=== float_subtractor ===
$ cat src/rtl/float_pkg.sv
// Shared IEEE-754 single-precision definitions for the float adder/subtractor family.
package float_pkg;

  localparam int EXP_W = 8;
  localparam int MAN_W = 23;
  localparam int BIAS  = 127;

  localparam logic [2:0] S_IDLE   = 3'b000;
  localparam logic [2:0] S_UNPACK = 3'b001;
  localparam logic [2:0] S_ALIGN  = 3'b010;
  localparam logic [2:0] S_SUB    = 3'b011;
  localparam logic [2:0] S_NORM   = 3'b100;
  localparam logic [2:0] S_DONE   = 3'b101;

  localparam logic [1:0] OV_NONE = 2'b00;
  localparam logic [1:0] OV_OVF  = 2'b01;
  localparam logic [1:0] OV_UNF  = 2'b10;
  localparam logic [1:0] OV_NAN  = 2'b11;

  localparam logic [31:0] QNAN = 32'h7FC0_0000;
  localparam logic [31:0] PINF = 32'h7F80_0000;
  localparam logic [31:0] NINF = 32'hFF80_0000;

  // Operand split into fields; mant carries the restored hidden bit.
  typedef struct packed {
    logic             sign;
    logic [EXP_W-1:0] exp;
    logic [MAN_W:0]   mant;
    logic             is_zero;
    logic             is_inf;
    logic             is_nan;
  } fp32_fields_t;

  function automatic logic [31:0] signed_inf(input logic s);
    return s ? NINF : PINF;
  endfunction

endpackage

$ cat src/rtl/fp32_unpack.sv
// Combinational field split of a single-precision value; denormals read as zero.
module fp32_unpack
  import float_pkg::*;
(
  input  logic [31:0]  i_v,
  output fp32_fields_t o_f
);

  logic [EXP_W-1:0] w_exp;
  logic [MAN_W-1:0] w_frac;
  logic             w_zero;

  assign w_exp  = i_v[30:23];
  assign w_frac = i_v[22:0];
  assign w_zero = (w_exp == '0);

  assign o_f.sign    = i_v[31];
  assign o_f.exp     = w_exp;
  assign o_f.mant    = w_zero ? '0 : {1'b1, w_frac};
  assign o_f.is_zero = w_zero;
  assign o_f.is_inf  = (w_exp == '1) && (w_frac == '0);
  assign o_f.is_nan  = (w_exp == '1) && (w_frac != '0);

endmodule

$ cat src/rtl/float_subtractor.sv
// Multi-cycle single-precision subtractor z = x - y with start/busy/done handshake.
//
// state  | meaning
// IDLE   | waiting for start, last result held
// UNPACK | operands latched, specials resolved
// ALIGN  | larger magnitude selected, smaller right-shifted
// SUB    | effective add/subtract, exact zero detected
// NORM   | one normalise step per cycle
// DONE   | done pulse, result held, may accept a new start
module float_subtractor
  import float_pkg::*;
#(
  parameter int NORM_MAX = 24
) (
  input  logic        clk,
  input  logic        rst,
  input  logic        start,
  input  logic [31:0] x,
  input  logic [31:0] y,
  output logic [31:0] z,
  output logic [1:0]  overflow,
  output logic        busy,
  output logic        done
);

  localparam logic [5:0] L_NORM_MAX = 6'(NORM_MAX);

  logic [2:0]        r_state;
  logic              r_live;
  logic [31:0]       r_x, r_y, r_z;
  logic [1:0]        r_ov;
  logic              r_sign, r_sub;
  logic signed [9:0] r_exp;
  logic [26:0]       r_ma, r_mb;
  logic [27:0]       r_sum;
  logic [5:0]        r_cnt;

  fp32_fields_t w_fx, w_fy;
  logic         w_accept, w_special;
  logic [31:0]  w_spec_z;
  logic [1:0]   w_spec_ov;

  fp32_unpack u_unpack_x (.i_v(r_x), .o_f(w_fx));
  fp32_unpack u_unpack_y (.i_v(r_y), .o_f(w_fy));

  // The first edge after reset release only arms the block (r_live).
  assign w_accept  = start && r_live && ((r_state == S_IDLE) || (r_state == S_DONE));
  assign w_special = w_fx.is_nan | w_fy.is_nan | w_fx.is_inf | w_fy.is_inf;

  // Special-operand result; y's sign is flipped since this is x + (-y).
  always_comb begin
    w_spec_z  = QNAN;
    w_spec_ov = OV_NAN;
    if (w_fx.is_nan || w_fy.is_nan) begin
      w_spec_z  = QNAN;
      w_spec_ov = OV_NAN;
    end else if (w_fx.is_inf && w_fy.is_inf) begin
      if (w_fx.sign != w_fy.sign) begin
        w_spec_z  = signed_inf(w_fx.sign);
        w_spec_ov = OV_NONE;
      end
    end else if (w_fx.is_inf) begin
      w_spec_z  = signed_inf(w_fx.sign);
      w_spec_ov = OV_NONE;
    end else begin
      w_spec_z  = signed_inf(~w_fy.sign);
      w_spec_ov = OV_NONE;
    end
  end

  logic        w_swap, w_lsign, w_eff_sub, w_small_zero;
  logic [7:0]  w_el, w_es, w_diff;
  logic [23:0] w_ml, w_ms;
  logic [26:0] w_ms_sh;

  assign w_swap       = {w_fy.exp, w_fy.mant} > {w_fx.exp, w_fx.mant};
  assign w_el         = w_swap ? w_fy.exp  : w_fx.exp;
  assign w_es         = w_swap ? w_fx.exp  : w_fy.exp;
  assign w_ml         = w_swap ? w_fy.mant : w_fx.mant;
  assign w_ms         = w_swap ? w_fx.mant : w_fy.mant;
  assign w_small_zero = w_swap ? w_fx.is_zero : w_fy.is_zero;
  assign w_lsign      = w_swap ? ~w_fy.sign : w_fx.sign;
  assign w_eff_sub    = (w_fx.sign == w_fy.sign);
  assign w_diff       = w_el - w_es;
  assign w_ms_sh      = (w_small_zero || (w_diff > 8'd26)) ? '0 : ({w_ms, 3'b000} >> w_diff);

  logic [27:0] w_sum;
  assign w_sum = r_sub ? ({1'b0, r_ma} - {1'b0, r_mb}) : ({1'b0, r_ma} + {1'b0, r_mb});

  logic [27:0]       w_nsum;
  logic signed [9:0] w_nexp;
  logic [5:0]        w_cnt_nx;
  logic              w_fin, w_flush;
  logic [31:0]       w_rz;
  logic [1:0]        w_rov;

  assign w_cnt_nx = r_cnt + 6'd1;

  // One normalise step; the hidden bit sits at bit 26 with 3 guard bits below.
  always_comb begin
    w_nsum  = r_sum;
    w_nexp  = r_exp;
    w_fin   = 1'b0;
    w_flush = 1'b0;
    if (r_sum[27]) begin
      w_nsum = r_sum >> 1;
      w_nexp = r_exp + 10'sd1;
      w_fin  = 1'b1;
    end else if (r_sum[26]) begin
      w_fin = 1'b1;
    end else begin
      w_nsum = r_sum << 1;
      w_nexp = r_exp - 10'sd1;
      if (w_nsum[26]) begin
        w_fin = 1'b1;
      end else if (w_cnt_nx >= L_NORM_MAX) begin
        w_flush = 1'b1;
      end
    end
  end

  // Pack the normalised value; guard bits are truncated away.
  always_comb begin
    w_rz  = {r_sign, w_nexp[7:0], w_nsum[25:3]};
    w_rov = OV_NONE;
    if (w_flush || (w_nexp <= 10'sd0)) begin
      w_rz  = {r_sign, 31'd0};
      w_rov = OV_UNF;
    end else if (w_nexp >= 10'sd255) begin
      w_rz  = signed_inf(r_sign);
      w_rov = OV_OVF;
    end
  end

  // Sequencer and datapath registers.
  always_ff @(posedge clk or negedge rst) begin
    if (!rst) begin
      r_state <= S_IDLE;
      r_live  <= 1'b0;
      r_x     <= '0;
      r_y     <= '0;
      r_z     <= '0;
      r_ov    <= OV_NONE;
      r_sign  <= 1'b0;
      r_sub   <= 1'b0;
      r_exp   <= '0;
      r_ma    <= '0;
      r_mb    <= '0;
      r_sum   <= '0;
      r_cnt   <= '0;
    end else begin
      r_live <= 1'b1;
      if (w_accept) begin
        r_x <= x;
        r_y <= y;
      end
      case (r_state)
        S_IDLE: if (w_accept) r_state <= S_UNPACK;
        S_UNPACK: begin
          if (w_special) begin
            r_z     <= w_spec_z;
            r_ov    <= w_spec_ov;
            r_state <= S_DONE;
          end else begin
            r_state <= S_ALIGN;
          end
        end
        S_ALIGN: begin
          r_sign  <= w_lsign;
          r_sub   <= w_eff_sub;
          r_exp   <= {2'b00, w_el};
          r_ma    <= {w_ml, 3'b000};
          r_mb    <= w_ms_sh;
          r_state <= S_SUB;
        end
        S_SUB: begin
          if (w_sum == '0) begin
            r_z     <= '0;
            r_ov    <= OV_NONE;
            r_state <= S_DONE;
          end else begin
            r_sum   <= w_sum;
            r_cnt   <= '0;
            r_state <= S_NORM;
          end
        end
        S_NORM: begin
          if (w_fin || w_flush) begin
            r_z     <= w_rz;
            r_ov    <= w_rov;
            r_state <= S_DONE;
          end else begin
            r_sum <= w_nsum;
            r_exp <= w_nexp;
            r_cnt <= w_cnt_nx;
          end
        end
        S_DONE:  r_state <= w_accept ? S_UNPACK : S_IDLE;
        default: r_state <= S_IDLE;
      endcase
    end
  end

  assign z        = r_z;
  assign overflow = r_ov;
  assign done     = (r_state == S_DONE);
  assign busy     = (r_state == S_UNPACK) || (r_state == S_ALIGN) ||
                    (r_state == S_SUB) || (r_state == S_NORM);

endmodule

$ cat config.mk
export PLATFORM = sky130hd
export DESIGN_NAME = float_subtractor
export DESIGN_NICKNAME = d
export VERILOG_FILES = /design/src/rtl/float_pkg.sv /design/src/rtl/fp32_unpack.sv /design/src/rtl/float_subtractor.sv
export SDC_FILE = /design/constraint.sdc
export NUM_CORES = 1
export LEC_CHECK = 0
export CORE_MARGIN = 3
export CORE_UTILIZATION = 40
export CTS_BUF_LIST = sky130_fd_sc_hd__clkbuf_8
export DETAILED_ROUTE_END_ITERATION = 10
export HOLD_SLACK_MARGIN = 0.02
export PLACE_DENSITY = 0.59
export SLEW_MARGIN = 20
export SYNTH_ARGS = -nofsm -noshare
export SYNTH_HDL_FRONTEND = slang
export SYNTH_SLANG_ARGS = --single-unit
$ cat constraint.sdc
create_clock -name clk -period 8.75 [get_ports clk]
set_clock_uncertainty 0.05 [all_clocks]
set_input_delay 0.875 -clock clk [delete_from_list [all_inputs] [get_ports clk]]
set_output_delay 0.875 -clock clk [all_outputs]
set_load 0.05 [all_outputs]
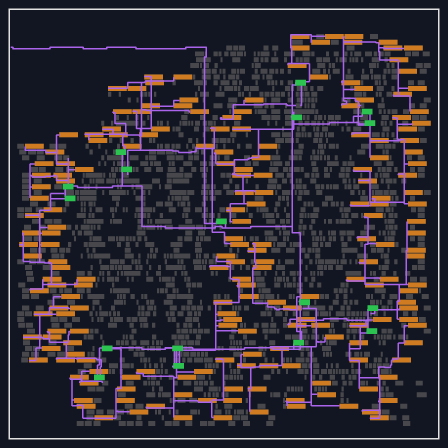
float_subtractor/clock_map.png
- green: cells driving clock nets (count 17)
- orange: flip-flops (count 199)
- purple: clock wires (length 2930 um)
- routed clock nets: 18
- flops lie: widely spread

==> impl_metrics.yaml <==
# yosys + openroad results
clocking:
  cts_tree: "done"
  cts_buffers: 17
  clk_pin_slew_ps: 120
critical_path:
  r2r_end: "r_mb[4]"
  path_max_fanout: 26
  r2r_start: "r_y[28]"
  cp-endpoint: "r_mb[4]"
  cp_common_cell: "nand2_1"
  start_kind: "flip-flop"
  cp-startpoint: "r_y[28]"
  critPathRequiredTime_ps: 9110
outcome:
  status: "completed"
place:
  place_congestion: 0.872
  place_area_um2: 16600
  hpwl_mm: 33.9
synth:
  enable_flop_cells: 0
  ys_seq_share_pct: 32.6
  syn_area_per_cell_um2: 8.73
  common_cells: "210 x nand2_1, 199 x dfrtp_1, 114 x nor2_1, 114 x o21ai_0, 107 x inv_1"
  ys_top_logic_family: "AND-OR/OR-AND gates"
  top_cells_by_area: "dfrtp_1 33%, mux2_2 7.4%, ha_1 7.1%, nand2_1 5.2%, o21ai_0 3.7%"
  syn_nets: 1907
final_timing:
  max_freq_mhz: 140
  drv_slew: 0
floorplanning:
  rows: 70
global_routing:
  antenna_found_initial: 0
  grt_pass1_vias: 12737
detailed_routing:
  drc_errors: 0
  ant_nets: 0
  wl_per_cell_um: 19.2
  drtIter0Drc: 1000
finish:
  fin_util_pct: 46.0
  final_area_um2: 17100
  syn2layout_area_growth_pct: 11.6
  antennaDiodeCount: 0
  mostFrequentLayoutCells: "209 x nand2_1, 199 x dfrtp_1, 114 x o21ai_0"
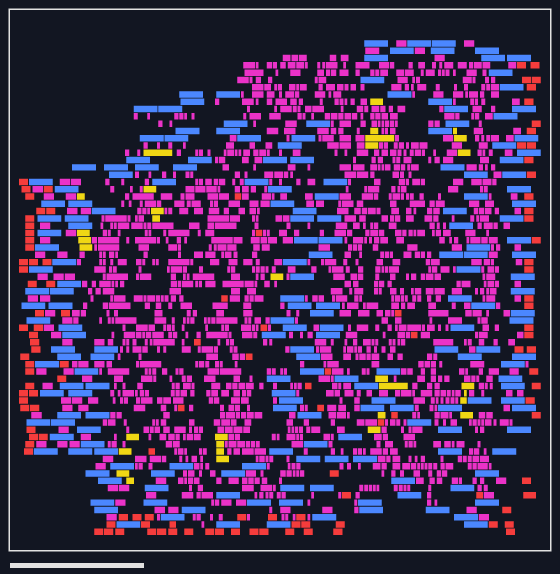
float_subtractor/cell_classes.png
The bar under the picture is 50 um long.
- blue: flip-flops (cells 199)
- red: other buffers and delay cells (cells 119)
- yellow: clock drivers and dummy loads (cells 32)
- magenta: all other logic (cells 1446)

## per-layer routing
metal  track usage, %  vias up  routed length (um)
li1                 -     6410                   -
met3             3.41       48                2190
met4             5.66        0                 890
met2             34.9      384               20200
met1             30.7     6439               20800
met5                0        -                   0
## final cells by class
class / count / share of cell area (%)
multi-input combinational: 1338 / 55.5
sequential: 199 / 29.2
timing repair buffer: 119 / 6.75
tap: 504 / 3.69
inverter: 108 / 2.37
clock buffer: 19 / 1.53
clock inverter: 13 / 0.982
## stage by stage
| stage | std cells | setup WS [ps] |
|---|---|---|
| 2_1_floorplan | 1752 | 2320 |
| 3_3_place_gp | 2268 | 1820 |
| 3_5_place_dp | 2268 | 1720 |
| 4_1_cts | 2300 | 1710 |
| 5_1_grt | 2300 | 1150 |
| 6_report | 2300 | 1610 |
## critical path, delay by kind of cell (launching register included)
family                   cells  cell delay [ps]
AND-OR/OR-AND                7             2230
adder cells (fa/ha/maj)      2              540
flip-flops                   1              460
AND/OR/NAND/NOR             13             3390
buffers and inverters        2              340

=== des_key_scheduler_flat ===
des_key_scheduler_flat/pdn.png
The bar under the picture is 50 um long. Pins as bars on the die edge. Tap cells in gray.
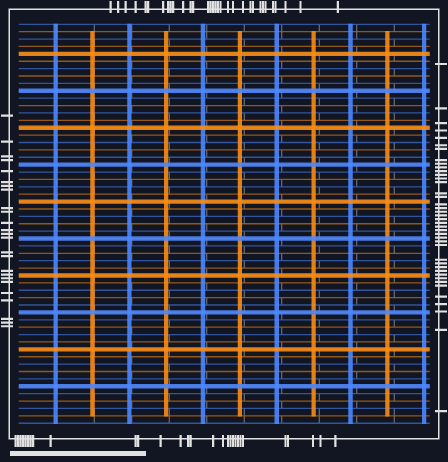
des_key_scheduler_flat/cell_classes.png
The bar under the picture is 50 um long.
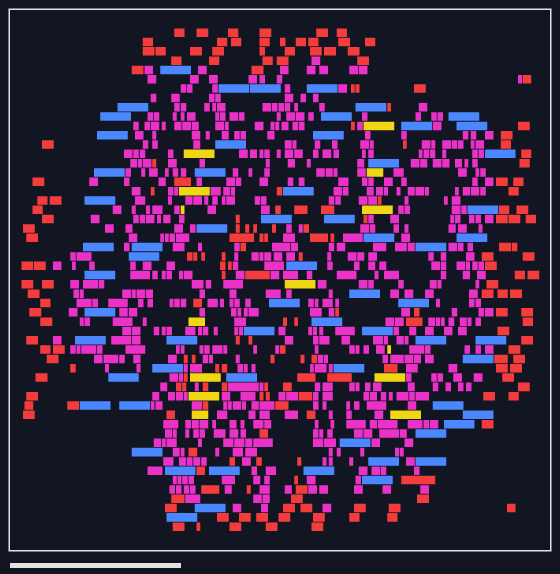
`src/rtl/des_key_scheduler_if.sv`:
```
// Key-schedule bus: load request and key in, 48-bit subkey stream out.
// The scheduler sits on the master side because it sources the subkey stream.
interface des_key_scheduler_if;
  logic        start;
  logic        decrypt;
  logic [63:0] key;
  logic        abort;
  logic        k_ready;
  logic        k_valid;
  logic [47:0] subkey;
  logic [4:0]  round;
  logic        busy;
  logic        done;
  logic        key_err;

  modport master (
    input  start, decrypt, key, abort, k_ready,
    output k_valid, subkey, round, busy, done, key_err
  );

  modport slave (
    output start, decrypt, key, abort, k_ready,
    input  k_valid, subkey, round, busy, done, key_err
  );
endinterface

```
`src/rtl/des_key_scheduler.sv`:
```
// Iterative DES key schedule: one rotate/PC-2 stage walked by a round counter.
// Optional DES_KS_PARITY_CHECK_EN rejects keys whose bytes lack odd parity.
module des_key_scheduler (
  input  logic                       clk,
  input  logic                       rst_n,
  des_key_scheduler_if.master        ks
);

  typedef enum logic {IDLE, RUN} state_t;

  // Tables use DES bit numbering: bit 1 is the MSB.
  localparam int PC1_TAB [56] = '{
    57, 49, 41, 33, 25, 17,  9,  1, 58, 50, 42, 34, 26, 18,
    10,  2, 59, 51, 43, 35, 27, 19, 11,  3, 60, 52, 44, 36,
    63, 55, 47, 39, 31, 23, 15,  7, 62, 54, 46, 38, 30, 22,
    14,  6, 61, 53, 45, 37, 29, 21, 13,  5, 28, 20, 12,  4
  };
  localparam int PC2_TAB [48] = '{
    14, 17, 11, 24,  1,  5,  3, 28, 15,  6, 21, 10,
    23, 19, 12,  4, 26,  8, 16,  7, 27, 20, 13,  2,
    41, 52, 31, 37, 47, 55, 30, 40, 51, 45, 33, 48,
    44, 49, 39, 56, 34, 53, 46, 42, 50, 36, 29, 32
  };

  state_t      state_reg, state_next;
  logic [27:0] c_reg, c_next, d_reg, d_next;
  logic [4:0]  step_reg, step_next;
  logic        mode_reg, mode_next;
  logic        done_reg, done_next;
  logic        key_err_reg, key_err_next;

  logic [55:0] cd_load;
  logic [55:0] cd_sel;
  logic [47:0] pc2_out;
  logic [4:0]  round_idx;
  logic        single_shift;
  logic [27:0] c_rotl, d_rotl, c_rotr, d_rotr;
  logic        k_valid_int;
  logic        fire;
  logic        parity_ok;

  for (genvar gi = 0; gi < 56; gi++) begin : g_pc1
    assign cd_load[55-gi] = ks.key[64-PC1_TAB[gi]];
  end

`ifdef DES_KS_PARITY_CHECK_EN
  logic [7:0] byte_odd;
  for (genvar gi = 0; gi < 8; gi++) begin : g_parity
    assign byte_odd[gi] = ^ks.key[8*gi +: 8];
  end
  assign parity_ok = &byte_odd;
`else
  assign parity_ok = 1'b1;
`endif

  // Encrypt at step r shifts by s[r]; decrypt at step r undoes s[17-r].
  // Both equal s[round_idx], so one shift lookup serves both orders.
  assign round_idx    = mode_reg ? (5'd17 - step_reg) : step_reg;
  assign single_shift = (round_idx == 5'd1) || (round_idx == 5'd2) ||
                        (round_idx == 5'd9) || (round_idx == 5'd16);

  assign c_rotl = single_shift ? {c_reg[26:0], c_reg[27]}    : {c_reg[25:0], c_reg[27:26]};
  assign d_rotl = single_shift ? {d_reg[26:0], d_reg[27]}    : {d_reg[25:0], d_reg[27:26]};
  assign c_rotr = single_shift ? {c_reg[0], c_reg[27:1]}     : {c_reg[1:0], c_reg[27:2]};
  assign d_rotr = single_shift ? {d_reg[0], d_reg[27:1]}     : {d_reg[1:0], d_reg[27:2]};

  // Decrypt starts from C16/D16 == C0/D0, so its subkey uses the unrotated halves.
  assign cd_sel = mode_reg ? {c_reg, d_reg} : {c_rotl, d_rotl};

  for (genvar gi = 0; gi < 48; gi++) begin : g_pc2
    assign pc2_out[47-gi] = cd_sel[56-PC2_TAB[gi]];
  end

  assign k_valid_int = (state_reg == RUN);
  assign fire        = k_valid_int & ks.k_ready & ~ks.abort;

  assign ks.k_valid = k_valid_int;
  assign ks.subkey  = k_valid_int ? pc2_out : 48'd0;
  assign ks.round   = k_valid_int ? round_idx : 5'd0;
  assign ks.busy    = k_valid_int;
  assign ks.done    = done_reg;
  assign ks.key_err = key_err_reg;

  always_comb begin
    state_next   = state_reg;
    c_next       = c_reg;
    d_next       = d_reg;
    step_next    = step_reg;
    mode_next    = mode_reg;
    done_next    = 1'b0;
    key_err_next = 1'b0;
    case (state_reg)
      IDLE: begin
        if (ks.start) begin
          if (parity_ok) begin
            c_next     = cd_load[55:28];
            d_next     = cd_load[27:0];
            mode_next  = ks.decrypt;
            step_next  = 5'd1;
            state_next = RUN;
          end else begin
            key_err_next = 1'b1;
          end
        end
      end
      RUN: begin
        if (ks.abort) begin
          step_next  = 5'd0;
          state_next = IDLE;
        end else if (fire) begin
          c_next = mode_reg ? c_rotr : c_rotl;
          d_next = mode_reg ? d_rotr : d_rotl;
          if (step_reg == 5'd16) begin
            step_next  = 5'd0;
            done_next  = 1'b1;
            state_next = IDLE;
          end else begin
            step_next = step_reg + 5'd1;
          end
        end
      end
      default: state_next = IDLE;
    endcase
  end

  always_ff @(posedge clk or negedge rst_n) begin
    if (!rst_n) begin
      state_reg   <= IDLE;
      c_reg       <= '0;
      d_reg       <= '0;
      step_reg    <= '0;
      mode_reg    <= 1'b0;
      done_reg    <= 1'b0;
      key_err_reg <= 1'b0;
    end else begin
      state_reg   <= state_next;
      c_reg       <= c_next;
      d_reg       <= d_next;
      step_reg    <= step_next;
      mode_reg    <= mode_next;
      done_reg    <= done_next;
      key_err_reg <= key_err_next;
    end
  end

endmodule

```
`src/flat_wrapper.sv`:
```
// flat-port wrapper written by rule: the top's interface ports become plain ports
module des_key_scheduler_flat 
  (clk, rst_n, ks_start, ks_decrypt, ks_key, ks_abort, ks_k_ready, ks_k_valid, ks_subkey, ks_round, ks_busy, ks_done, ks_key_err);
  des_key_scheduler_if ks_i ();
  input  logic clk;
  input  logic rst_n;
  input wire logic [$bits(ks_i.start)-1:0] ks_start;
  input wire logic [$bits(ks_i.decrypt)-1:0] ks_decrypt;
  input wire logic [$bits(ks_i.key)-1:0] ks_key;
  input wire logic [$bits(ks_i.abort)-1:0] ks_abort;
  input wire logic [$bits(ks_i.k_ready)-1:0] ks_k_ready;
  output wire logic [$bits(ks_i.k_valid)-1:0] ks_k_valid;
  output wire logic [$bits(ks_i.subkey)-1:0] ks_subkey;
  output wire logic [$bits(ks_i.round)-1:0] ks_round;
  output wire logic [$bits(ks_i.busy)-1:0] ks_busy;
  output wire logic [$bits(ks_i.done)-1:0] ks_done;
  output wire logic [$bits(ks_i.key_err)-1:0] ks_key_err;
  assign ks_i.start = ks_start;
  assign ks_i.decrypt = ks_decrypt;
  assign ks_i.key = ks_key;
  assign ks_i.abort = ks_abort;
  assign ks_i.k_ready = ks_k_ready;
  assign ks_k_valid = ks_i.k_valid;
  assign ks_subkey = ks_i.subkey;
  assign ks_round = ks_i.round;
  assign ks_busy = ks_i.busy;
  assign ks_done = ks_i.done;
  assign ks_key_err = ks_i.key_err;
  des_key_scheduler u_core (.clk(clk), .rst_n(rst_n), .ks(ks_i));
endmodule
```
`config.mk`:
```
export PLATFORM = sky130hd
export DESIGN_NAME = des_key_scheduler_flat
export DESIGN_NICKNAME = d
export VERILOG_FILES = /design/src/rtl/des_key_scheduler_if.sv /design/src/rtl/des_key_scheduler.sv /design/src/flat_wrapper.sv
export SDC_FILE = /design/constraint.sdc
export NUM_CORES = 1
export LEC_CHECK = 0
export CORE_MARGIN = 3
export CORE_UTILIZATION = 25
export DETAILED_ROUTE_END_ITERATION = 12
export GPL_TIMING_DRIVEN = 0
export PLACE_DENSITY = 0.46
export SYNTH_ARGS = -nofsm -noshare
export SYNTH_HDL_FRONTEND = slang
export SYNTH_SLANG_ARGS = --single-unit
```
`constraint.sdc`:
```
create_clock -name clk -period 3.9 [get_ports clk]
set_clock_uncertainty 0.2 [all_clocks]
set_input_delay 0.78 -clock clk [delete_from_list [all_inputs] [get_ports clk]]
set_output_delay 0.78 -clock clk [all_outputs]
set_load 0.01 [all_outputs]
```
==> impl_metrics.yaml <==
# yosys + openroad results
outcome:
  status: "completed"
final_timing:
  worst_pin_slew_ps: 832
  setup-violations-final: 0
  fin_crit_sh_pct: 98.8
  hold_viol: 0
  drv_slew: 0
floorplanning:
  dieArea_um2: 24800
  fp_util_pct: 25.8
power:
  switching_power_mw: 2.19
  switching_share_pct: 48.1
  p_comb_share_pct: 56.0
  totalPowerFinal_mw: 4.55
  p_leak_nw: 3.25
finish:
  nClkBuffers: 14
  antennaDiodeCount: 0
  syn2layout_area_growth_pct: 36.5
  nNonClkBuffers: 198
  drive_above_1_share_pct: 12.1
  layout.area.top_class: "combinational gates"
detailed_routing:
  met1_length_mm: 12.3
global_routing:
  antenna_found_initial: 0
  use_met3_pct: 2.73
  grt_max_degree: 37
synth:
  mux_share_pct: 1.05
critical_path:
  critPathMaxStageDelay_ps: 390
  path_max_fanout: 10
  rrSetupSlack_ps: 600
clocking:
  clockRootBuffer: "clkbuf_16"
job:
  drv_cap: 0
Notes on des_key_scheduler_flat/pdn.png above:
- blue: VSS
- orange: VDD
- met5 straps: 10
- tap cells: 280
- met4 straps: 11
- signal pins: 127
- rows: 54
die width: 158 um
height of the chip: 158 um
core area: 22200 um^2
Max VDD drop: 0.187 mV

Notes on des_key_scheduler_flat/cell_classes.png above:
- red: other buffers and delay cells (cells 198)
- blue: flip-flops (cells 64)
- yellow: clock drivers and dummy loads (cells 14)
- magenta: all other logic (cells 635)
final core occ: 35.3%
Final Cell Area: 7840 um^2

## synthesized netlist by cell type, types with 2 or more instances
cell and number:
ha_1 4, nor3b_1 48, buf_6 6, buf_2 10, xnor2_1 3, o31ai_1 5, a21o_1 44, o21ai_0 35
o211a_1 6, nor2_1 36, nand3b_1 8, o31ai_2 10, and3_1 2, nand2b_1 41, a211oi_1 2, a22oi_1 39
a21oi_2 6, buf_4 5, clkbuf_1 51, mux2_2 4, o21ai_1 36, o21a_1 2, and3b_1 2, o22ai_1 3
a21oi_1 137, nor2b_1 2, and2_1 8, a31oi_1 2, dfrtp_1 64, a32oi_1 7, a221o_1 6, buf_1 4
inv_1 6, nand2_1 105, a211o_1 2, nor4b_1 2, nand3_1 2
## how the worst max path moves through the flow
stage	from	end	slack (ps)
after floorplan	u_core.step_reg[2]	ks_subkey[38]	580
after global placement	rst_n	u_core.c_reg[15]	-870
after detailed placement	u_core.step_reg[2]	ks_subkey[18]	-610
after CTS	u_core.step_reg[1]	ks_subkey[38]	-50
after global routing	u_core.step_reg[0]	ks_subkey[30]	-20
final	u_core.step_reg[0]	ks_subkey[17]	50

=== axis_ad5791_cfg_seq ===
[config.mk]
export PLATFORM = sky130hd
export DESIGN_NAME = axis_ad5791_cfg_seq
export DESIGN_NICKNAME = d
export VERILOG_FILES = /design/src/rtl/axis_ad5791_cfg_seq.sv
export SDC_FILE = /design/constraint.sdc
export NUM_CORES = 1
export LEC_CHECK = 0
export CAP_MARGIN = 10
export CORE_MARGIN = 4
export CORE_UTILIZATION = 32
export DETAILED_ROUTE_END_ITERATION = 6
export HOLD_SLACK_MARGIN = 0.06
export SYNTH_ARGS = -nofsm -noshare
export SYNTH_HDL_FRONTEND = slang
export SYNTH_SLANG_ARGS = --single-unit
export TNS_END_PERCENT = 50
[constraint.sdc]
create_clock -name a_clk -period 3.5 [get_ports a_clk]
set_input_delay 0.35 -clock a_clk [delete_from_list [all_inputs] [get_ports a_clk]]
set_output_delay 0.35 -clock a_clk [all_outputs]
set_load 0.02 [all_outputs]
[src/rtl/axis_ad5791_cfg_seq.sv]
`timescale 1ns/1ps
// -----------------------------------------------------------------------------
// axis_ad5791_cfg_seq
//
// Purpose:
//   Walks a fixed AD5791 register word out to each DAC axis in turn through a
//   downstream SPI driver. A run starts on a rising edge of 'start'. For each
//   axis the sequencer presents the word and the axis index, lets them settle,
//   pulses a send request and then follows the driver's 'dac_ready' handshake.
//   If the driver never acknowledges a send, that axis is marked as skipped. If
//   the driver acknowledges but never finishes, the run is aborted with a
//   sticky error flag.
//
// Ports:
//   a_clk              in   system clock (125 MHz)
//   a_rst              in   synchronous active-high reset
//   start              in   run request, rising edge starts a sequence
//   ctrl_word[23:0]    in   register word sent to every axis, latched at start
//   dac_ready          in   downstream SPI driver idle flag
//   M_AXISCFG_tdata    out  zero-extended latched ctrl_word
//   M_AXISCFG_tvalid   out  config data valid
//   configuration_mode out  holds the downstream driver in config mode
//   configuration_axis out  axis index currently being written
//   configuration_send out  send request to the downstream driver
//   busy               out  high from start acceptance until the run ends
//   done               out  one-cycle pulse at the end of a run
//   error              out  sticky "driver never finished a frame" flag
//   skipped[3:0]       out  bit n set when axis n produced no SPI frame
// -----------------------------------------------------------------------------
module axis_ad5791_cfg_seq #(
   parameter int NUM_AXES          = 4,
   parameter int SAXIS_TDATA_WIDTH = 32,
   parameter int SETTLE_CYCLES     = 16,
   parameter int ACK_TIMEOUT       = 64,
   parameter int DONE_TIMEOUT      = 511
) (
   input  logic                         a_clk,
   input  logic                         a_rst,
   input  logic                         start,
   input  logic [23:0]                  ctrl_word,
   input  logic                         dac_ready,
   output logic [SAXIS_TDATA_WIDTH-1:0] M_AXISCFG_tdata,
   output logic                         M_AXISCFG_tvalid,
   output logic                         configuration_mode,
   output logic [2:0]                   configuration_axis,
   output logic                         configuration_send,
   output logic                         busy,
   output logic                         done,
   output logic                         error,
   output logic [3:0]                   skipped
);

   typedef enum logic [2:0] {
      IDLE,
      LOAD,
      SETTLE,
      SEND,
      WAIT_ACK,
      WAIT_DONE,
      NEXT,
      FINISH
   } state_t;

   // The counter compares against "last cycle" values so that a state lasting
   // N cycles sees the counter run 0..N-1 and leaves on the N-th cycle.
   localparam logic [31:0] SETTLE_LAST = 32'(SETTLE_CYCLES - 1);
   localparam logic [31:0] ACK_LAST    = 32'(ACK_TIMEOUT - 1);
   localparam logic [31:0] DONE_LAST   = 32'(DONE_TIMEOUT - 1);
   localparam logic [2:0]  LAST_AXIS   = 3'(NUM_AXES - 1);

   state_t      state;
   logic        start_prev;
   logic        start_edge;
   logic [31:0] cycle_cnt;

   // A run request is a 0->1 transition of start. The history register is
   // cleared by reset, so a start held high across reset release is seen as
   // a fresh edge on the first cycle out of reset.
   assign start_edge = start & ~start_prev;

   // Sequencer. Every output is a register and is updated on the transition
   // into the state that owns it, so the output value always matches the
   // current state with no combinational decode on the output pins. The
   // general-purpose cycle counter is cleared on every state change and only
   // advances while a state is waiting for time or for the driver.
   // The data word and axis index are only ever written on the way into LOAD,
   // which keeps them frozen across settle, send and the handshake.
   // 'done' is a one-cycle pulse: it is raised on entry to FINISH and the
   // default assignment drops it again on the next cycle.
   always_ff @(posedge a_clk) begin
      if (a_rst) begin
         state              <= IDLE;
         start_prev         <= 1'b0;
         cycle_cnt          <= '0;
         M_AXISCFG_tdata    <= '0;
         M_AXISCFG_tvalid   <= 1'b0;
         configuration_mode <= 1'b0;
         configuration_axis <= '0;
         configuration_send <= 1'b0;
         busy               <= 1'b0;
         done               <= 1'b0;
         error              <= 1'b0;
         skipped            <= '0;
      end else begin
         start_prev <= start;
         done       <= 1'b0;

         case (state)
            IDLE: begin
               cycle_cnt <= '0;
               if (start_edge && dac_ready) begin
                  state              <= LOAD;
                  M_AXISCFG_tdata    <= SAXIS_TDATA_WIDTH'(ctrl_word);
                  M_AXISCFG_tvalid   <= 1'b1;
                  configuration_mode <= 1'b1;
                  configuration_axis <= '0;
                  configuration_send <= 1'b0;
                  busy               <= 1'b1;
                  error              <= 1'b0;
                  skipped            <= '0;
               end
            end

            LOAD: begin
               state     <= SETTLE;
               cycle_cnt <= '0;
            end

            SETTLE: begin
               if (cycle_cnt == SETTLE_LAST) begin
                  state              <= SEND;
                  cycle_cnt          <= '0;
                  configuration_send <= 1'b1;
               end else begin
                  cycle_cnt <= cycle_cnt + 32'd1;
               end
            end

            SEND: begin
               state     <= WAIT_ACK;
               cycle_cnt <= '0;
            end

            WAIT_ACK: begin
               if (!dac_ready) begin
                  state              <= WAIT_DONE;
                  cycle_cnt          <= '0;
                  configuration_send <= 1'b0;
               end else if (cycle_cnt == ACK_LAST) begin
                  state                        <= NEXT;
                  cycle_cnt                    <= '0;
                  configuration_send           <= 1'b0;
                  skipped[configuration_axis[1:0]] <= 1'b1;
               end else begin
                  cycle_cnt <= cycle_cnt + 32'd1;
               end
            end

            WAIT_DONE: begin
               if (dac_ready) begin
                  state     <= NEXT;
                  cycle_cnt <= '0;
               end else if (cycle_cnt == DONE_LAST) begin
                  state              <= FINISH;
                  cycle_cnt          <= '0;
                  error              <= 1'b1;
                  M_AXISCFG_tvalid   <= 1'b0;
                  configuration_mode <= 1'b0;
                  done               <= 1'b1;
               end else begin
                  cycle_cnt <= cycle_cnt + 32'd1;
               end
            end

            NEXT: begin
               cycle_cnt <= '0;
               if (configuration_axis == LAST_AXIS) begin
                  state              <= FINISH;
                  M_AXISCFG_tvalid   <= 1'b0;
                  configuration_mode <= 1'b0;
                  done               <= 1'b1;
               end else begin
                  state              <= LOAD;
                  configuration_axis <= configuration_axis + 3'd1;
               end
            end

            FINISH: begin
               state     <= IDLE;
               cycle_cnt <= '0;
               busy      <= 1'b0;
            end

            default: begin
               state     <= IDLE;
               cycle_cnt <= '0;
            end
         endcase
      end
   end

   // A send request must always be accompanied by valid config data, and a
   // run never reports completion while a request is still outstanding.
   assert property (@(posedge a_clk) disable iff (a_rst)
      configuration_send |-> M_AXISCFG_tvalid);

   assert property (@(posedge a_clk) disable iff (a_rst)
      done |-> !configuration_send);

endmodule

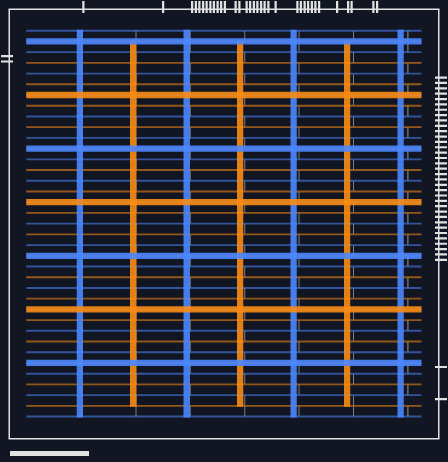
axis_ad5791_cfg_seq/pdn.png
The bar under the picture is 20 um long. Pins as bars on the die edge. Tap cells in gray.
- blue: VSS
- orange: VDD
- met1 rails: 37
- signal pins: 73
- met4 straps: 7
die width: 109 um
Max VDD drop: 0.209 mV

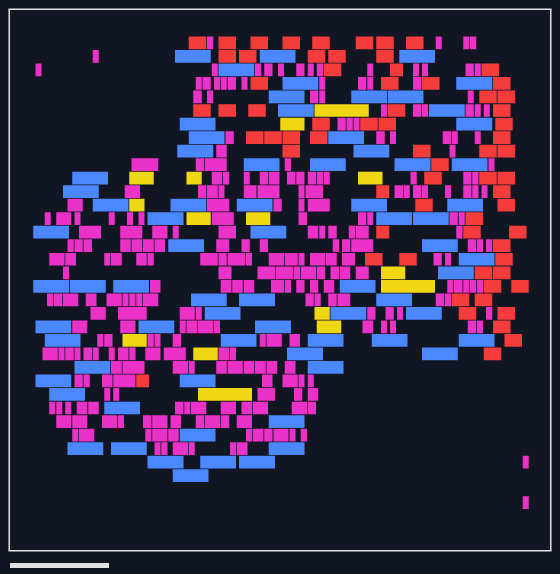
axis_ad5791_cfg_seq/cell_classes.png
The bar under the picture is 20 um long.
- red: other buffers and delay cells (cells 68)
- blue: flip-flops (cells 72)
- magenta: all other logic (cells 291)
- yellow: clock drivers and dummy loads (cells 15)

==> impl_metrics.yaml <==
# yosys + openroad results
outcome:
  status: "completed"
finish:
  antennaDiodeCount: 0
  layout.cells.non_filler: 579
clocking:
  cts_buffers: 9
power:
  largestPowerGroup: "registers"
  seq_power_share_pct: 47.2
final_timing:
  fin_crit_sh_pct: 69.4
  drv_slew: 0
  setup_ws_ps: 1070
floorplanning:
  dieArea_um2: 11800
  fp_util_pct: 33.0
global_routing:
  grt-ovfl-total: 0
worst_hold_path:
  holdCritStartpoint: "M_AXISCFG_tdata[19]"
critical_path:
  cp-startpoint: "cycle_cnt[0]"
detailed_routing:
  wl_per_cell_um: 12.8
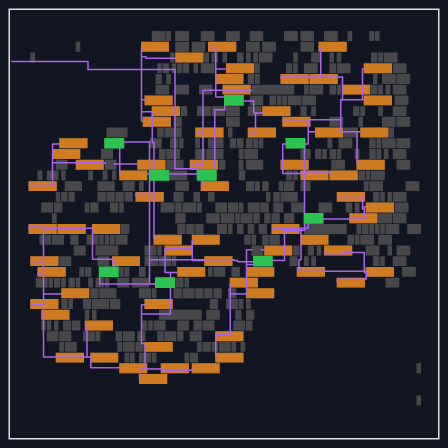
axis_ad5791_cfg_seq/clock_map.png
- orange: flip-flops (count 72)
- green: cells driving clock nets (count 9)
- purple: clock wires (length 899 um)
- routed clock nets: 10
final worst clock skew: 11.4 ps
Clk power: 0.790 mW
clock group share of total power: 43.6%

## final cells by class
type	count	area (um^2)
fill	987	5650
multi-input combinational	282	1620
sequential	72	1440
timing repair buffer	68	671
tap	133	166
clock buffer	9	124
clock inverter	6	116
inverter	9	33.8
## worst max-delay path, stage by stage (launching register included)
cell      delay, ps
dfxtp_1         440
ha_1            350
nor4b_2         340
nand4_1         200
a211oi_1        290
a211o_2         540
nor2_1          120
## cells by family (layout without fill, tap and decap cells)
kind of cell	Yosys count	after routing	synth area share, %
XOR/XNOR	29	29	7.84
AND-OR/OR-AND	53	53	9.42
adder cells (fa/ha/maj)	7	7	2.70
multiplexers	1	1	0.309
AND/OR/NAND/NOR	184	184	28.5
flip-flops	72	72	44.5
other	1	8	0.116
buffers and inverters	38	92	6.60
## routing by layer
metal / vias to the layer above / wire, um / global-route usage, %
met4: 0 / 77 / 3.79
met2: 70 / 3410 / 20.7
met1: 1258 / 3450 / 16.1
met3: 8 / 480 / 3.61
met5: - / 0 / 0
li1: 1414 / - / -
## flip-flops by register name, indices dropped and copies added (netlist names), 3 cells and up
| name | flops |
|---|---|
| M_AXISCFG_tdata | 24 |
| skipped | 4 |
| configuration_axis | 3 |
| cycle_cnt | 32 |
| state | 3 |

=== axi_write_master_ot ===
axi_write_master_ot/cell_classes.png
The bar under the picture is 50 um long.
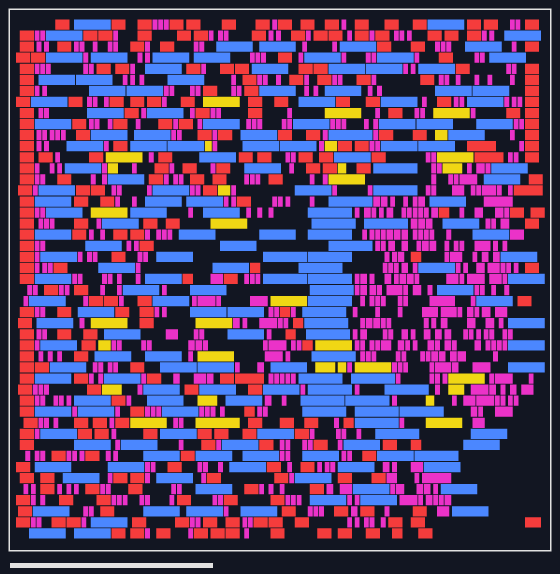
axi_write_master_ot/pdn.png
The bar under the picture is 50 um long. Pins as bars on the die edge. Tap cells in gray.
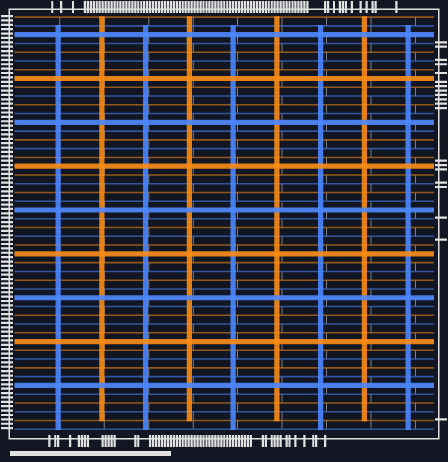
## src/rtl/axi_write_master_ot.sv

```systemverilog
// AXI4 write-channel master with registered AW/W/B slices, automatic WLAST
// generation, rolling AWID and up to MAX_OUT outstanding bursts.
// A small length FIFO carries each accepted burst length from the AW side
// to the W side, so data is never issued ahead of its command.
module axi_write_master_ot #(
  parameter int AW      = 32,
  parameter int DW      = 64,
  parameter int IDW     = 4,
  parameter int MAX_OUT = 4
) (
  input  logic                         clk,
  input  logic                         resetn,
  // user command
  input  logic [AW-1:0]                awaddr_in,
  input  logic [7:0]                   awlen_in,
  input  logic [2:0]                   awsize_in,
  input  logic [1:0]                   awburst_in,
  input  logic                         awvalid_in,
  output logic                         aw_cmd_ready,
  // user data
  input  logic [DW-1:0]                wdata_in,
  input  logic [DW/8-1:0]              wstrb_in,
  input  logic                         wvalid_in,
  output logic                         w_cmd_ready,
  // user response
  input  logic                         bready_in,
  output logic                         bvalid_out,
  output logic [1:0]                   bresp_out,
  output logic [IDW-1:0]               bid_out,
  // AXI AW
  output logic [IDW-1:0]               axi_awid,
  output logic [AW-1:0]                axi_awaddr,
  output logic [7:0]                   axi_awlen,
  output logic [2:0]                   axi_awsize,
  output logic [1:0]                   axi_awburst,
  output logic                         axi_awvalid,
  input  logic                         axi_awready,
  // AXI W
  output logic [DW-1:0]                axi_wdata,
  output logic [DW/8-1:0]              axi_wstrb,
  output logic                         axi_wlast,
  output logic                         axi_wvalid,
  input  logic                         axi_wready,
  // AXI B
  input  logic [IDW-1:0]               axi_bid,
  input  logic [1:0]                   axi_bresp,
  input  logic                         axi_bvalid,
  output logic                         axi_bready,
  // status
  output logic [$clog2(MAX_OUT+1)-1:0] outstanding,
  output logic                         err_sticky
);

  localparam int          OW     = $clog2(MAX_OUT + 1);
  localparam int          PW     = (MAX_OUT > 1) ? $clog2(MAX_OUT) : 1;
  localparam logic [2:0]  SZ_MAX = 3'($clog2(DW / 8));

  // AW slice
  logic [IDW-1:0] awid_q, awid_d, id_cnt_q, id_cnt_d;
  logic [AW-1:0]  awaddr_q, awaddr_d;
  logic [7:0]     awlen_q, awlen_d;
  logic [2:0]     awsize_q, awsize_d;
  logic [1:0]     awburst_q, awburst_d;
  logic           awvalid_q, awvalid_d;
  // W slice
  logic [DW-1:0]   wdata_q, wdata_d;
  logic [DW/8-1:0] wstrb_q, wstrb_d;
  logic            wlast_q, wlast_d, wvalid_q, wvalid_d;
  logic [7:0]      beat_cnt_q, beat_cnt_d;
  // B slice
  logic           bvalid_q, bvalid_d;
  logic [1:0]     bresp_q, bresp_d;
  logic [IDW-1:0] bid_q, bid_d;
  // length FIFO and status
  logic [7:0]     len_mem [MAX_OUT];
  logic [PW-1:0]  wr_ptr_q, wr_ptr_d, rd_ptr_q, rd_ptr_d, head_ptr;
  logic [OW-1:0]  fifo_cnt_q, fifo_cnt_d, out_q, out_d;
  logic           err_q, err_d;

  logic cmd_acc, w_pop, w_avail, beat_acc, beat_last, b_stray, b_acc, b_ret;
  logic [7:0] head_len;

  function automatic logic [PW-1:0] ptr_inc(input logic [PW-1:0] p);
    return (p == PW'(MAX_OUT - 1)) ? '0 : p + 1'b1;
  endfunction

  // Handshake decode. When the current WLAST beat leaves this cycle, the W
  // side looks one FIFO entry ahead so back-to-back bursts carry no bubble.
  assign aw_cmd_ready = (!awvalid_q | axi_awready) & (out_q < OW'(MAX_OUT))
                        & (fifo_cnt_q != OW'(MAX_OUT));
  assign cmd_acc      = awvalid_in & aw_cmd_ready;
  assign w_pop        = wvalid_q & axi_wready & wlast_q;
  assign head_ptr     = w_pop ? ptr_inc(rd_ptr_q) : rd_ptr_q;
  assign w_avail      = w_pop ? (fifo_cnt_q > OW'(1)) : (fifo_cnt_q != '0);
  assign head_len     = len_mem[head_ptr];
  assign w_cmd_ready  = w_avail & (!wvalid_q | axi_wready);
  assign beat_acc     = wvalid_in & w_cmd_ready;
  assign beat_last    = (beat_cnt_q == head_len);
  // A response with nothing outstanding is swallowed: bready stays high.
  assign b_stray      = axi_bvalid & (out_q == '0);
  assign axi_bready   = (out_q == '0) | !bvalid_q | bready_in;
  assign b_acc        = axi_bvalid & axi_bready & !b_stray;
  assign b_ret        = bvalid_q & bready_in;

  // Next-state logic for all three slices, the FIFO pointers and status.
  always_comb begin
    // NOTE: every _d gets its hold value first, so no path can infer a latch.
    awid_d     = awid_q;     awaddr_d  = awaddr_q;  awlen_d    = awlen_q;
    awsize_d   = awsize_q;   awburst_d = awburst_q; awvalid_d  = awvalid_q;
    id_cnt_d   = id_cnt_q;
    wdata_d    = wdata_q;    wstrb_d   = wstrb_q;   wlast_d    = wlast_q;
    wvalid_d   = wvalid_q;   beat_cnt_d = beat_cnt_q;
    bvalid_d   = bvalid_q;   bresp_d   = bresp_q;   bid_d      = bid_q;
    wr_ptr_d   = wr_ptr_q;   rd_ptr_d  = rd_ptr_q;  fifo_cnt_d = fifo_cnt_q;
    out_d      = out_q;      err_d     = err_q;

    if (awvalid_q && axi_awready) awvalid_d = 1'b0;
    if (cmd_acc) begin
      awvalid_d = 1'b1;
      awid_d    = id_cnt_q;
      awaddr_d  = awaddr_in;
      awlen_d   = awlen_in;
      awsize_d  = awsize_in;
      awburst_d = awburst_in;
      id_cnt_d  = id_cnt_q + 1'b1;
      wr_ptr_d  = ptr_inc(wr_ptr_q);
    end

    if (wvalid_q && axi_wready) wvalid_d = 1'b0;
    if (w_pop) rd_ptr_d = ptr_inc(rd_ptr_q);
    if (beat_acc) begin
      wvalid_d   = 1'b1;
      wdata_d    = wdata_in;
      wstrb_d    = wstrb_in;
      wlast_d    = beat_last;
      // The counter restarts once the last beat of a burst is taken.
      beat_cnt_d = beat_last ? 8'd0 : beat_cnt_q + 8'd1;
    end

    unique case ({cmd_acc, w_pop})
      2'b10:   fifo_cnt_d = fifo_cnt_q + 1'b1;
      2'b01:   fifo_cnt_d = fifo_cnt_q - 1'b1;
      default: fifo_cnt_d = fifo_cnt_q;
    endcase

    if (b_ret) bvalid_d = 1'b0;
    if (b_acc) begin
      bvalid_d = 1'b1;
      bresp_d  = axi_bresp;
      bid_d    = axi_bid;
    end

    unique case ({cmd_acc, b_ret})
      2'b10:   out_d = out_q + 1'b1;
      2'b01:   out_d = out_q - 1'b1;
      default: out_d = out_q;
    endcase

    if ((b_acc && axi_bresp != 2'b00) || b_stray || (cmd_acc && awsize_in > SZ_MAX))
      err_d = 1'b1;
  end

  // State registers; reset abandons any partial burst immediately.
  always_ff @(posedge clk or negedge resetn) begin
    if (!resetn) begin
      awid_q   <= '0; awaddr_q  <= '0; awlen_q    <= '0; awsize_q <= '0;
      awburst_q <= '0; awvalid_q <= 1'b0; id_cnt_q <= '0;
      wdata_q  <= '0; wstrb_q   <= '0; wlast_q    <= 1'b0; wvalid_q <= 1'b0;
      beat_cnt_q <= '0;
      bvalid_q <= 1'b0; bresp_q <= '0; bid_q <= '0;
      wr_ptr_q <= '0; rd_ptr_q  <= '0; fifo_cnt_q <= '0;
      out_q    <= '0; err_q     <= 1'b0;
    end else begin
      // NOTE: non-blocking assignments so every flop samples pre-edge values.
      awid_q   <= awid_d; awaddr_q  <= awaddr_d; awlen_q    <= awlen_d;
      awsize_q <= awsize_d; awburst_q <= awburst_d; awvalid_q <= awvalid_d;
      id_cnt_q <= id_cnt_d;
      wdata_q  <= wdata_d; wstrb_q   <= wstrb_d; wlast_q    <= wlast_d;
      wvalid_q <= wvalid_d; beat_cnt_q <= beat_cnt_d;
      bvalid_q <= bvalid_d; bresp_q <= bresp_d; bid_q <= bid_d;
      wr_ptr_q <= wr_ptr_d; rd_ptr_q  <= rd_ptr_d; fifo_cnt_q <= fifo_cnt_d;
      out_q    <= out_d; err_q     <= err_d;
    end
  end

  // Length FIFO storage written on command acceptance.
  // NOTE: the storage array has no reset; the reset pointers and count make
  // every entry unreadable until it has been written again.
  always_ff @(posedge clk) begin
    if (cmd_acc) len_mem[wr_ptr_q] <= awlen_in;
  end

  assign axi_awid    = awid_q;
  assign axi_awaddr  = awaddr_q;
  assign axi_awlen   = awlen_q;
  assign axi_awsize  = awsize_q;
  assign axi_awburst = awburst_q;
  assign axi_awvalid = awvalid_q;
  assign axi_wdata   = wdata_q;
  assign axi_wstrb   = wstrb_q;
  assign axi_wlast   = wlast_q;
  assign axi_wvalid  = wvalid_q;
  assign bvalid_out  = bvalid_q;
  assign bresp_out   = bresp_q;
  assign bid_out     = bid_q;
  assign outstanding = out_q;
  assign err_sticky  = err_q;

endmodule

```

## config.mk

```make
export PLATFORM = sky130hd
export DESIGN_NAME = axi_write_master_ot
export DESIGN_NICKNAME = d
export VERILOG_FILES = /design/src/rtl/axi_write_master_ot.sv
export SDC_FILE = /design/constraint.sdc
export NUM_CORES = 1
export LEC_CHECK = 0
export ABC_AREA = 1
export CORE_UTILIZATION = 46
export DETAILED_ROUTE_END_ITERATION = 8
export MAX_ROUTING_LAYER = met4
export PLACE_DENSITY_LB_ADDON = 0.12
export SYNTH_ARGS = -nofsm -noshare
export SYNTH_HDL_FRONTEND = slang
export SYNTH_SLANG_ARGS = --single-unit
export TNS_END_PERCENT = 5
```

## constraint.sdc

```tcl
create_clock -name clk -period 3.11 [get_ports clk]
set_clock_uncertainty 0.05 [all_clocks]
set_input_delay 0.622 -clock clk [delete_from_list [all_inputs] [get_ports clk]]
set_output_delay 0.622 -clock clk [all_outputs]
set_load 0.05 [all_outputs]
```

==> impl_metrics.yaml <==
# yosys + openroad results
finish:
  antennaDiodeCount: 0
  layout.cells.non_filler: 1388
  nets: 1300
job:
  drv_cap: 0
  tool_warnings: 32
synth:
  yosys_warnings: 0
  mux_share_pct: 0
  ys_sh_xor_pct: 1.34
  syn_nets: 1031
  numSynthFlops: 186
  ys_seq_share_pct: 61.2
floorplanning:
  rows: 47
  dieArea_um2: 17600
  core_area_um2: 16600
place:
  dp_slack_ps: 324
  place_congestion: 0.875
final_timing:
  max_freq_mhz: 373
  setup-violations-final: 0
  slew_headroom_pct: 56.9
  setup_tns_ps: 0
  worst_pin_slew_ps: 644
  setup_ws_ps: 432
critical_path:
  path_max_fanout: 2
  critPathMaxStageDelay_ps: 790
  crit_chain: "clkdlybuf4s50_1, nor2_1, nand2_1, clkdlybuf4s50_1"
  cp.depth: 4
  cp-endpoint: "axi_bready"
  critical_path.slowest_cell: "clkdlybuf4s50_1"
detailed_routing:
  wl_met2_mm: 10.1
  vias: 6466
  met1_length_mm: 8.28
  viasPerCell: 4.66
clocking:
  cts_max_level: 4
  cts.sinks: 186
  clk_latency_ps: 430
  cts_buffer_depth: 2
  clockRootBuffer: "clkbuf_16"
global_routing:
  use_met2_pct: 40.1
  grt_max_degree: 75
power:
  intPower_mw: 6.90
  clkPwrFrac_pct: 16.2
  clk-power_mw: 2.15
outcome:
  status: "completed"
worst_hold_path:
  hp-class: "input pin to async pin"
About axi_write_master_ot/cell_classes.png:
- magenta: all other logic (cells 668)
- blue: flip-flops (cells 186)
- yellow: clock drivers and dummy loads (cells 32)
- red: other buffers and delay cells (cells 282)

About axi_write_master_ot/pdn.png:
- blue: VSS
- orange: VDD
- rows: 47
- signal pins: 269
- tap cells: 220
Max VDD drop: 0.796 mV
die width: 133 um

## final cells by class
| class | count | share of cell area, % |
|---|---|---|
| flip-flops and latches | 186 | 42.2 |
| repair buffers | 282 | 24.8 |
| multi-input cells | 601 | 23.2 |
| clock buffers | 21 | 4.21 |
| well taps | 220 | 2.41 |
| inverters | 67 | 2.20 |
| clock inverters | 11 | 0.943 |
## cells in the mapped netlist (all sizes together)
cell / count / share of area (%)
nand3b: 1 / 0.095
nor2: 17 / 1.1
fa: 1 / 0.25
xnor2: 5 / 0.56
nor3: 3 / 0.19
clkbuf: 13 / 0.62
ha: 13 / 2.1
edfxtp: 32 / 12
nand4: 5 / 0.40
or2: 1 / 0.080
xor2: 7 / 0.78
buf: 19 / 1.3
a21oi: 3 / 0.19
o21ai: 13 / 0.92
nand3: 46 / 3.2
o2111ai: 1 / 0.11
inv: 65 / 3.1
nand2: 484 / 24
dfrtp: 154 / 49
clkinv: 2 / 0.095
o211ai: 1 / 0.095
## sequential cells by signal, indices dropped and copies added (netlist names), 8 cells and up
signal and cells:
beat_cnt_q 8, len_mem 32, axi_awlen 8, axi_wdata 64
axi_awaddr 32, axi_wstrb 8


==> screenshots <==
Placement view.
(a)
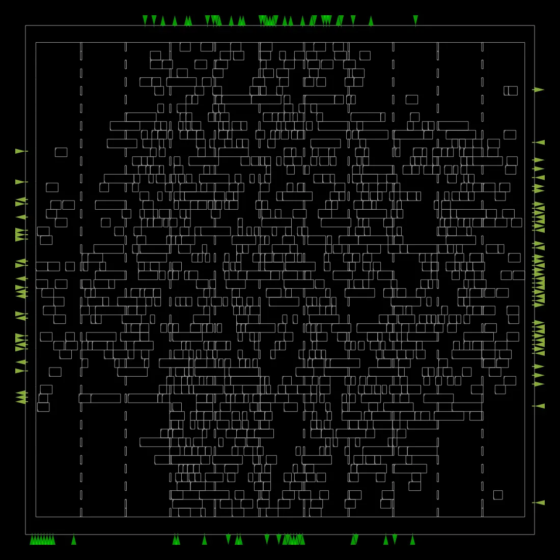
(b)
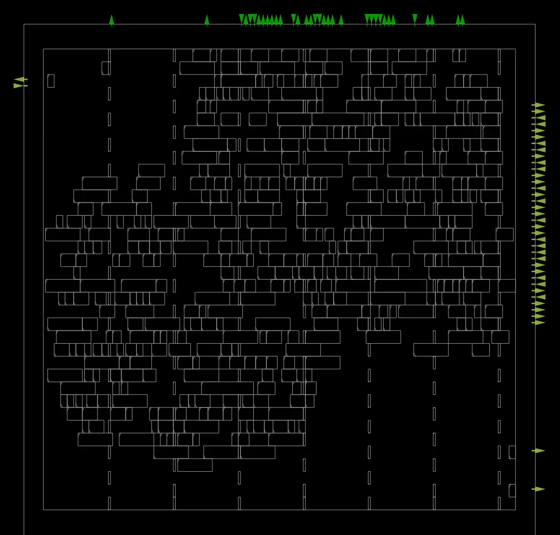
(c)
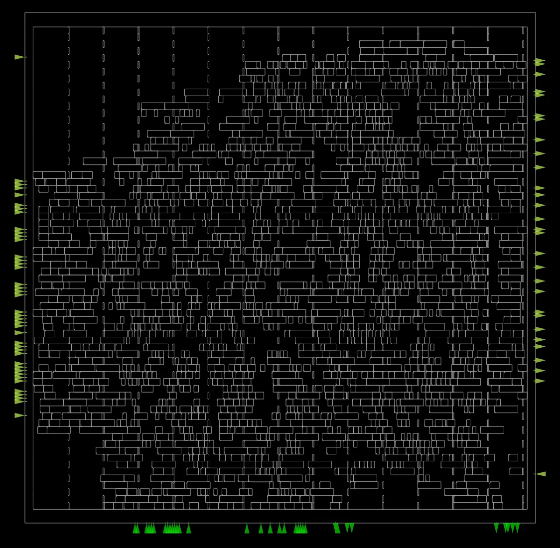
(d)
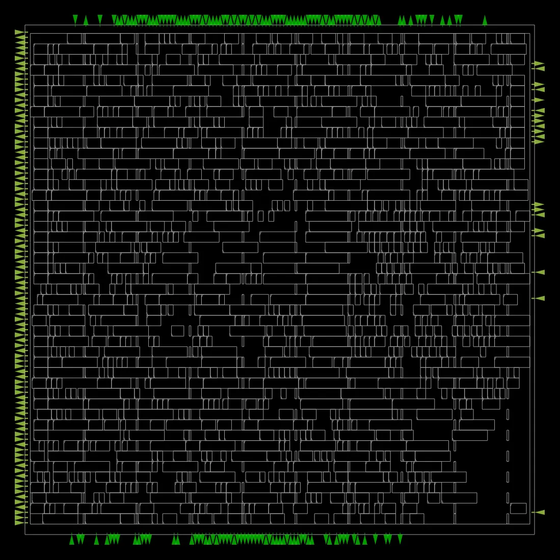
| picture | from |
|---|---|
| (a) | des_key_scheduler_flat |
| (c) | float_subtractor |
| (d) | axi_write_master_ot |
| (b) | axis_ad5791_cfg_seq |

Power figures rest on the tool's default switching activity, not on a simulated workload.
